==================== fifo_rd_stream_flat
Fig. 1: fifo_rd_stream_flat, cell outlines without signal wires
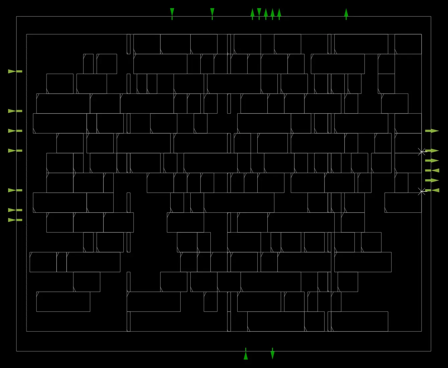

--- src/rtl/fifo_rd_stream_if.sv ---
// Handshake bundle between the async FIFO read port, the stream converter and the downstream sink.
// master: the converter (drives read enable and the stream); slave: FIFO + sink side.
interface fifo_rd_stream_if #(
    parameter int DATASIZE = 8
) ();
    logic                fifo_empty;
    logic [DATASIZE-1:0] fifo_rdata;
    logic                fifo_r_en;
    logic                flush;
    logic                valid;
    logic                ready;
    logic [DATASIZE-1:0] data;

    modport master (
        input  fifo_empty,
        input  fifo_rdata,
        input  flush,
        input  ready,
        output fifo_r_en,
        output valid,
        output data
    );

    modport slave (
        output fifo_empty,
        output fifo_rdata,
        output flush,
        output ready,
        input  fifo_r_en,
        input  valid,
        input  data
    );
endinterface

--- src/rtl/fifo_rd_stream.sv ---
// Async-FIFO read port to valid/ready stream: 2-entry queue plus one in-flight read, 1 word/cycle.
// Optional pop counter o_beat_cnt is built when FIFO_RD_STREAM_BEAT_CNT_EN is defined.
module fifo_rd_stream #(
    parameter int DATASIZE = 8
) (
    input  logic                  i_clk,
    input  logic                  i_rst,
    fifo_rd_stream_if.master      bus
`ifdef FIFO_RD_STREAM_BEAT_CNT_EN
    ,
    output logic [15:0]           o_beat_cnt
`endif
);

    typedef enum logic [1:0] {
        S_EMPTY = 2'd0,
        S_ONE   = 2'd1,
        S_TWO   = 2'd2
    } state_t;

    state_t              state_r;
    state_t              state_nxt_s;
    logic [DATASIZE-1:0] head_r;
    logic [DATASIZE-1:0] tail_r;
    logic [DATASIZE-1:0] head_nxt_s;
    logic [DATASIZE-1:0] tail_nxt_s;
    logic                inflight_r;
    logic                push_s;
    logic                pop_s;
    logic                valid_s;
    logic                rd_en_s;
    logic [1:0]          occ_s;
    logic [2:0]          demand_s;

    // Handshake terms; a read is issued only if the word it returns will have a free slot.
    always_comb begin
        occ_s    = state_r;
        push_s   = inflight_r;
        valid_s  = !i_rst && (state_r != S_EMPTY);
        pop_s    = valid_s && bus.ready;
        demand_s = {1'b0, occ_s} + {2'b00, inflight_r} - {2'b00, pop_s};
        if (i_rst || bus.flush || bus.fifo_empty) begin
            rd_en_s = 1'b0;
        end else begin
            rd_en_s = (demand_s < 3'd2);
        end
    end

    assign bus.fifo_r_en = rd_en_s;
    assign bus.valid     = valid_s;
    assign bus.data      = i_rst ? {DATASIZE{1'b0}} : head_r;

    // Next occupancy and queue contents from the push/pop pair.
    always_comb begin
        state_nxt_s = state_r;
        head_nxt_s  = head_r;
        tail_nxt_s  = tail_r;
        case (state_r)
            S_EMPTY: begin
                if (push_s) begin
                    state_nxt_s = S_ONE;
                    head_nxt_s  = bus.fifo_rdata;
                end else begin
                    state_nxt_s = S_EMPTY;
                end
            end
            S_ONE: begin
                if (push_s && pop_s) begin
                    head_nxt_s = bus.fifo_rdata;
                end else if (push_s) begin
                    state_nxt_s = S_TWO;
                    tail_nxt_s  = bus.fifo_rdata;
                end else if (pop_s) begin
                    state_nxt_s = S_EMPTY;
                end else begin
                    state_nxt_s = S_ONE;
                end
            end
            S_TWO: begin
                // A push without a pop cannot happen here: the read would not have been issued.
                if (push_s && pop_s) begin
                    head_nxt_s = tail_r;
                    tail_nxt_s = bus.fifo_rdata;
                end else if (pop_s) begin
                    state_nxt_s = S_ONE;
                    head_nxt_s  = tail_r;
                end else begin
                    state_nxt_s = S_TWO;
                end
            end
            default: begin
                state_nxt_s = S_EMPTY;
            end
        endcase
    end

    // Queue and in-flight registers; flush behaves like reset for buffered data.
    always_ff @(posedge i_clk) begin
        if (i_rst || bus.flush) begin
            state_r    <= S_EMPTY;
            head_r     <= {DATASIZE{1'b0}};
            tail_r     <= {DATASIZE{1'b0}};
            inflight_r <= 1'b0;
        end else begin
            state_r    <= state_nxt_s;
            head_r     <= head_nxt_s;
            tail_r     <= tail_nxt_s;
            inflight_r <= rd_en_s;
        end
    end

`ifdef FIFO_RD_STREAM_BEAT_CNT_EN
    logic [15:0] beat_cnt_r;

    // Counts accepted beats, wrapping naturally at 16 bits.
    always_ff @(posedge i_clk) begin
        if (i_rst || bus.flush) begin
            beat_cnt_r <= 16'd0;
        end else if (pop_s) begin
            beat_cnt_r <= beat_cnt_r + 16'd1;
        end else begin
            beat_cnt_r <= beat_cnt_r;
        end
    end

    assign o_beat_cnt = beat_cnt_r;
`endif

endmodule

--- src/flat_wrapper.sv ---
// flat-port wrapper written by rule: the top's interface ports become plain ports
module fifo_rd_stream_flat 
#(
    parameter int DATASIZE = 8
)
  (i_clk, i_rst, bus_fifo_empty, bus_fifo_rdata, bus_flush, bus_ready, bus_fifo_r_en, bus_valid, bus_data);
  fifo_rd_stream_if #(.DATASIZE(DATASIZE)) bus_i ();
  input  logic i_clk;
  input  logic i_rst;
  input wire logic [$bits(bus_i.fifo_empty)-1:0] bus_fifo_empty;
  input wire logic [$bits(bus_i.fifo_rdata)-1:0] bus_fifo_rdata;
  input wire logic [$bits(bus_i.flush)-1:0] bus_flush;
  input wire logic [$bits(bus_i.ready)-1:0] bus_ready;
  output wire logic [$bits(bus_i.fifo_r_en)-1:0] bus_fifo_r_en;
  output wire logic [$bits(bus_i.valid)-1:0] bus_valid;
  output wire logic [$bits(bus_i.data)-1:0] bus_data;
  assign bus_i.fifo_empty = bus_fifo_empty;
  assign bus_i.fifo_rdata = bus_fifo_rdata;
  assign bus_i.flush = bus_flush;
  assign bus_i.ready = bus_ready;
  assign bus_fifo_r_en = bus_i.fifo_r_en;
  assign bus_valid = bus_i.valid;
  assign bus_data = bus_i.data;
  fifo_rd_stream #(.DATASIZE(DATASIZE)) u_core (.i_clk(i_clk), .i_rst(i_rst), .bus(bus_i));
endmodule
--- config.mk ---
export PLATFORM = sky130hd
export DESIGN_NAME = fifo_rd_stream_flat
export DESIGN_NICKNAME = d
export VERILOG_FILES = /design/src/rtl/fifo_rd_stream_if.sv /design/src/rtl/fifo_rd_stream.sv /design/src/flat_wrapper.sv
export SDC_FILE = /design/constraint.sdc
export NUM_CORES = 1
export LEC_CHECK = 0
export CORE_ASPECT_RATIO = 0.8
export CORE_UTILIZATION = 45
export CTS_CLUSTER_SIZE = 20
export DETAILED_ROUTE_END_ITERATION = 10
export PLACE_DENSITY = 0.79
export SYNTH_ARGS = -nofsm -noshare
export SYNTH_HDL_FRONTEND = slang
export SYNTH_SLANG_ARGS = --single-unit
--- constraint.sdc ---
create_clock -name i_clk -period 2.6 [get_ports i_clk]
set_input_delay 0.52 -clock i_clk [delete_from_list [all_inputs] [get_ports i_clk]]
set_output_delay 0.52 -clock i_clk [all_outputs]
set_load 0.02 [all_outputs]
==================== output_port_flat
## config.mk

```make
export PLATFORM = sky130hd
export DESIGN_NAME = output_port_flat
export DESIGN_NICKNAME = d
export VERILOG_FILES = /design/src/rtl/output_port_if.sv /design/src/rtl/output_port.sv /design/src/flat_wrapper.sv
export SDC_FILE = /design/constraint.sdc
export NUM_CORES = 1
export LEC_CHECK = 0
export CORE_MARGIN = 2
export CORE_UTILIZATION = 60
export CTS_CLUSTER_DIAMETER = 200
export DETAILED_ROUTE_END_ITERATION = 16
export MAX_ROUTING_LAYER = met4
export PLACE_DENSITY = 0.87
export SLEW_MARGIN = 20
export SYNTH_ARGS = -nofsm -noshare
export SYNTH_HDL_FRONTEND = slang
export SYNTH_SLANG_ARGS = --single-unit
```

## constraint.sdc

```tcl
create_clock -name clk -period 7.77 [get_ports clk]
set_input_delay 0.777 -clock clk [delete_from_list [all_inputs] [get_ports clk]]
set_output_delay 0.777 -clock clk [all_outputs]
set_load 0.1 [all_outputs]
```

## src/rtl/output_port_if.sv

```systemverilog
// rtl/output_port_if.sv - byte-wide valid/ready link from output_port to the external sink
interface output_port_if;
    logic       ext_valid;
    logic [7:0] ext_byte;
    logic       ext_ready;

    modport master (
        output ext_valid,
        output ext_byte,
        input  ext_ready
    );

    modport slave (
        input  ext_valid,
        input  ext_byte,
        output ext_ready
    );
endinterface

```

## src/rtl/output_port.sv

```systemverilog
// rtl/output_port.sv - OUT-instruction word FIFO drained high byte first to a byte sink
module output_port #(
    parameter  int DEPTH  = 8,
    localparam int ADDR_W = $clog2(DEPTH)
) (
    input  logic              clk,
    input  logic              rst,
    input  logic              output_valid,
    input  logic [15:0]       out_data,
    input  logic              clear_overflow,
    output_port_if.master     ext,
    output logic [ADDR_W:0]   fifo_count,
    output logic              fifo_full,
    output logic              fifo_empty,
    output logic              overflow
);
    localparam logic [ADDR_W:0] FULL_CNT = DEPTH[ADDR_W:0];

    typedef enum logic [1:0] {
        IDLE    = 2'd0,
        SEND_HI = 2'd1,
        SEND_LO = 2'd2
    } state_t;

    state_t state, state_n;

    logic [15:0]       mem [DEPTH];
    logic [ADDR_W-1:0] wr_ptr, rd_ptr;
    logic [ADDR_W:0]   count;
    logic [7:0]        hold_lo;
    logic [15:0]       head;
    logic              pop, push, drop;
    logic              valid_q, valid_n;
    logic [7:0]        byte_q, byte_n;

    assign head       = mem[rd_ptr];
    assign fifo_count = count;
    assign fifo_full  = (count == FULL_CNT);
    assign fifo_empty = (count == '0);
    assign ext.ext_valid = valid_q;
    assign ext.ext_byte  = byte_q;

    // A full FIFO still accepts a push when the serializer pops on the same edge.
    assign push = output_valid && (!fifo_full || pop);
    assign drop = output_valid && !push;

    always_comb begin
        state_n = state;
        pop     = 1'b0;
        case (state)
            IDLE: begin
                if (!fifo_empty) begin
                    pop     = 1'b1;
                    state_n = SEND_HI;
                end
            end
            SEND_HI: begin
                if (ext.ext_ready) state_n = SEND_LO;
            end
            SEND_LO: begin
                if (ext.ext_ready) begin
                    if (!fifo_empty) begin
                        pop     = 1'b1;
                        state_n = SEND_HI;
                    end else begin
                        state_n = IDLE;
                    end
                end
            end
            default: state_n = IDLE;
        endcase
    end

    // Output byte is registered so it stays stable until the sink takes it.
    always_comb begin
        valid_n = (state_n != IDLE);
        byte_n  = byte_q;
        if (pop)
            byte_n = head[15:8];
        else if (state == SEND_HI && ext.ext_ready)
            byte_n = hold_lo;
        else if (state_n == IDLE)
            byte_n = 8'h00;
    end

    always_ff @(posedge clk) begin
        if (rst) begin
            state   <= IDLE;
            valid_q <= 1'b0;
            byte_q  <= 8'h00;
            hold_lo <= 8'h00;
        end else begin
            state   <= state_n;
            valid_q <= valid_n;
            byte_q  <= byte_n;
            if (pop) hold_lo <= head[7:0];
        end
    end

    always_ff @(posedge clk) begin
        if (push) mem[wr_ptr] <= out_data;
    end

    always_ff @(posedge clk) begin
        if (rst) begin
            wr_ptr   <= '0;
            rd_ptr   <= '0;
            count    <= '0;
            overflow <= 1'b0;
        end else begin
            if (push) wr_ptr <= wr_ptr + 1'b1;
            if (pop)  rd_ptr <= rd_ptr + 1'b1;
            if (push && !pop)      count <= count + 1'b1;
            else if (pop && !push) count <= count - 1'b1;
            if (drop)                overflow <= 1'b1;
            else if (clear_overflow) overflow <= 1'b0;
        end
    end
endmodule

```

## src/flat_wrapper.sv

```systemverilog
// flat-port wrapper written by rule: the top's interface ports become plain ports
module output_port_flat 
#(
    parameter  int DEPTH  = 8,
    localparam int ADDR_W = $clog2(DEPTH)
)
  (clk, rst, output_valid, out_data, clear_overflow, fifo_count, fifo_full, fifo_empty, overflow, ext_ext_valid, ext_ext_byte, ext_ext_ready);
  output_port_if ext_i ();
  input  logic clk;
  input  logic rst;
  input  logic output_valid;
  input  logic [15:0] out_data;
  input  logic clear_overflow;
  output logic [ADDR_W:0] fifo_count;
  output logic fifo_full;
  output logic fifo_empty;
  output logic overflow;
  output wire logic [$bits(ext_i.ext_valid)-1:0] ext_ext_valid;
  output wire logic [$bits(ext_i.ext_byte)-1:0] ext_ext_byte;
  input wire logic [$bits(ext_i.ext_ready)-1:0] ext_ext_ready;
  assign ext_ext_valid = ext_i.ext_valid;
  assign ext_ext_byte = ext_i.ext_byte;
  assign ext_i.ext_ready = ext_ext_ready;
  output_port #(.DEPTH(DEPTH)) u_core (.clk(clk), .rst(rst), .output_valid(output_valid), .out_data(out_data), .clear_overflow(clear_overflow), .ext(ext_i), .fifo_count(fifo_count), .fifo_full(fifo_full), .fifo_empty(fifo_empty), .overflow(overflow));
endmodule
```

Fig. 2: fifo_rd_stream_flat, close-up of the layout
Region (13, 8) to (43, 38) um. Cells in gray, sequential cells in the stronger gray; small squares are vias.
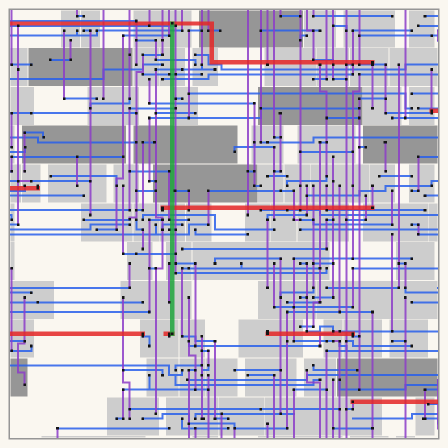
legend:
  red:
    layer: metal 3
  blue:
    layer: metal 1
  purple:
    layer: metal 2
  green:
    layer: metal 4
sequential cells in the window: 8
cells with their middle in the window: 67
most frequent: nor3_1 (14), dfxtp_1 (8), a21oi_1 (5)
netlist names of flops here include: `u_core.head_r` (5), `u_core.tail_r` (2)

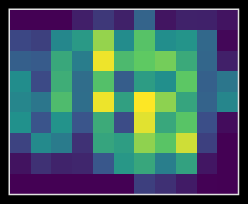
Fig. 3. Signal metal coverage by tile (fifo_rd_stream_flat).
Scale: 4 px per um. The die is cut into 11 by 9 equal tiles; dark purple is low, yellow is high, scaled to the fullest tile. Values are wire area over tile area, all layers added.
emptiest ninth of the die: lower left
fullest tile: 0.41
nearly empty tiles: 14%
GR Util All Layers: 0.2171
WL per Instance: 14.58 um
Vias: 935
DRT Wirelength: 2478 um

About Fig. 1:
Core Area: 2215 um2
Tapcell Cnt: 25
flop share of the area: 0.2638
Finished Core Util: 0.6554
flip-flops: 19

==> impl_metrics.env, fifo_rd_stream_flat <==
# source this file to load flow results
export IMPL_status="finished with violations"
export IMPL_violations="design-rule violations, negative setup slack"
export IMPL_seq_area_frac_synth=0.3498
export IMPL_dieArea_um2=2618
export IMPL_dpl_instance_area_um2=1398
export IMPL_fin_cells=170
export IMPL_ys_sh_adder=0.05293
export IMPL_setup_viol_count_final=1
export IMPL_grt_pass1_wl_um=4064
export IMPL_fp_utilization=0.4910
export IMPL_wl_met3_um=127
export IMPL_hpwl_um=1800
export IMPL_finalMaxSlewViolations=0
export IMPL_place_inst=165
export IMPL_p_sw_frac=0.2554
export IMPL_ys_chip_area_um2=1087
export IMPL_netlist_area_leader_share=0.3498
export IMPL_combPwrFrac=0.162
export IMPL_yosys_area_share_simple=0.2520
export IMPL_r2r_end="u_core.tail_r[1]$_SDFFE_PP0P_"
export IMPL_drt_iter0_drc=22
export IMPL_critical_path_max_fanout=2
export IMPL_power_density_nw_per_um2=371.9
export IMPL_flop_area_um2=382.9
export IMPL_holdWs_ps=500.2
export IMPL_clk_latency_ps=310
export IMPL_ctsHoldBuffers=0
export IMPL_most_common_cell="dfxtp_1"
export IMPL_drt_met1_wl_um=1102
export IMPL_path_clk_slew_ps=110
export IMPL_drc=4
export IMPL_syn_avg_cell_area_um2=9.455
export IMPL_finalWorstSetupSlack_ps=-71.21
export IMPL_cts_tree="built"
export IMPL_synth_nets=132
export IMPL_hp_class="reg2reg"
export IMPL_pre_cts_ws_ps=-955.6
==> fifo_rd_stream_flat: timing repair <==
item / in CTS / in global routing
pin swaps: 5 / 4
resized: 17 / 3
buffers inserted: 1 / 0
endpoints found under the hold margin: 0 / 0
setup endpoints to repair: 1 / 1
==> fifo_rd_stream_flat: worst min-delay path, stage by stage, from the launching register on <==
cell	delay, ps
dfxtp_1	340
mux2i_1	60
nor2_1	70
==> fifo_rd_stream_flat: layout make-up <==
class	count	share of cell area
clock buffer	4	0.01810
inverter	4	0.01207
multi-input combinational	85	0.4759
sequential	19	0.2638
tap	25	0.02155
timing repair buffer	33	0.2086
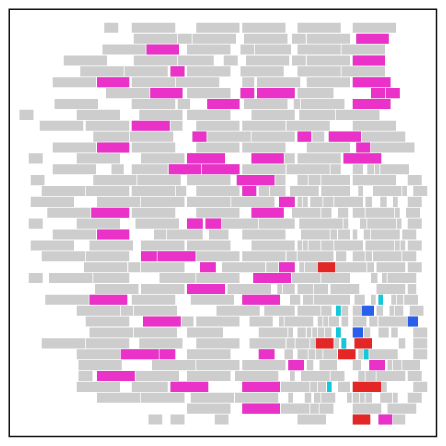
Fig. 4. Gate families picked out (output_port_flat).
Scale: 4 px per um.
legend:
  cyan:
    family: inv cells
    cells: 6
    most_used: inv_1
    where: lower right
  magenta:
    family: mux cells
    cells: 51
    most_used: mux4_1
    where: spread over the die
  blue:
    family: non-inverting ao/oa cells
    cells: 3
  red:
    family: fa/ha/maj cells
    cells: 6
    most_used: ha_1
    where: lower right
combinational share of cell area: 0.2305
fin cells: 542
dominant logic cell type in the layout: edfxtp_1

==> impl_metrics.env, output_port_flat <==
# source this file to load flow results
export IMPL_slew_headroom=0.3067
export IMPL_top_layer_used="met4"
export IMPL_fp_utilization=0.6129
export IMPL_path_clk_slew_ps=70
export IMPL_synth_nets=372
export IMPL_yosys_area_share_simple=0.05006
export IMPL_most_common_cell="edfxtp_1"
export IMPL_p_switching_mw=0.9108
export IMPL_seq_area_frac=0.6110
export IMPL_vias_per_cell=6.183
export IMPL_r2r_end="u_core.fifo_count[3]$_SDFFE_PP0P_"
export IMPL_wl_per_cell_um=21.91
export IMPL_setup_viol_count_final=0
export IMPL_syn_avg_cell_area_um2=18.26
export IMPL_drive_above_1_share=0.1798
export IMPL_cts_setup_buffers=0
export IMPL_hp_class="reg2reg"
export IMPL_p_int_mw=1.694
export IMPL_cp_slowest_cell="clkdlybuf4s50_1"
export IMPL_worstSetupStartpoint="u_core.fifo_count[0]$_SDFFE_PP0P_"
export IMPL_cts_sinks=161
export IMPL_worst_r2r_cell_count=11
export IMPL_fin_setup_tns_ps=0
export IMPL_ctsHoldBuffers=0
export IMPL_status="completed"
export IMPL_use_met1=0.2958
export IMPL_nNonClkBuffers=45
export IMPL_die_x_um=106.5
==> output_port_flat: worst reg2reg max path: cells and delay by family, from the launching register on <==
kind,cells,cell delay [ps]
multiplexers,1,350
AND/OR/NAND/NOR,2,880
flip-flops,1,390
adder cells (fa/ha/maj),2,480
AND-OR/OR-AND,4,810
buffers and inverters,2,210
==> output_port_flat: stage by stage <==
stage               hold slack [ps]    util
floorplan                     454.1       -
global placement              472.4  0.6642
detailed placement            485.8  0.6644
CTS                           495.6  0.7182
global route                  510.0  0.7177
finish                        496.4  0.7177


==> screenshots <==
Metal layers overlaid.
shot_01.png
Scale: 4 px per um. Only two layers are drawn.
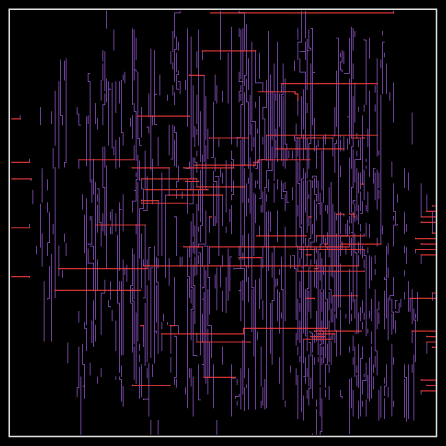
shot_02.png
Scale: 6 px per um. Only two layers are drawn.
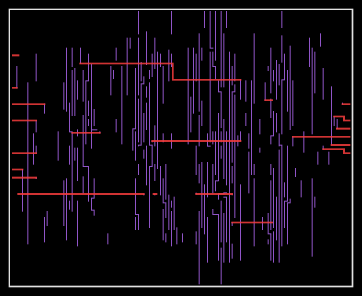
- shot_01.png = output_port_flat
- shot_02.png = fifo_rd_stream_flat

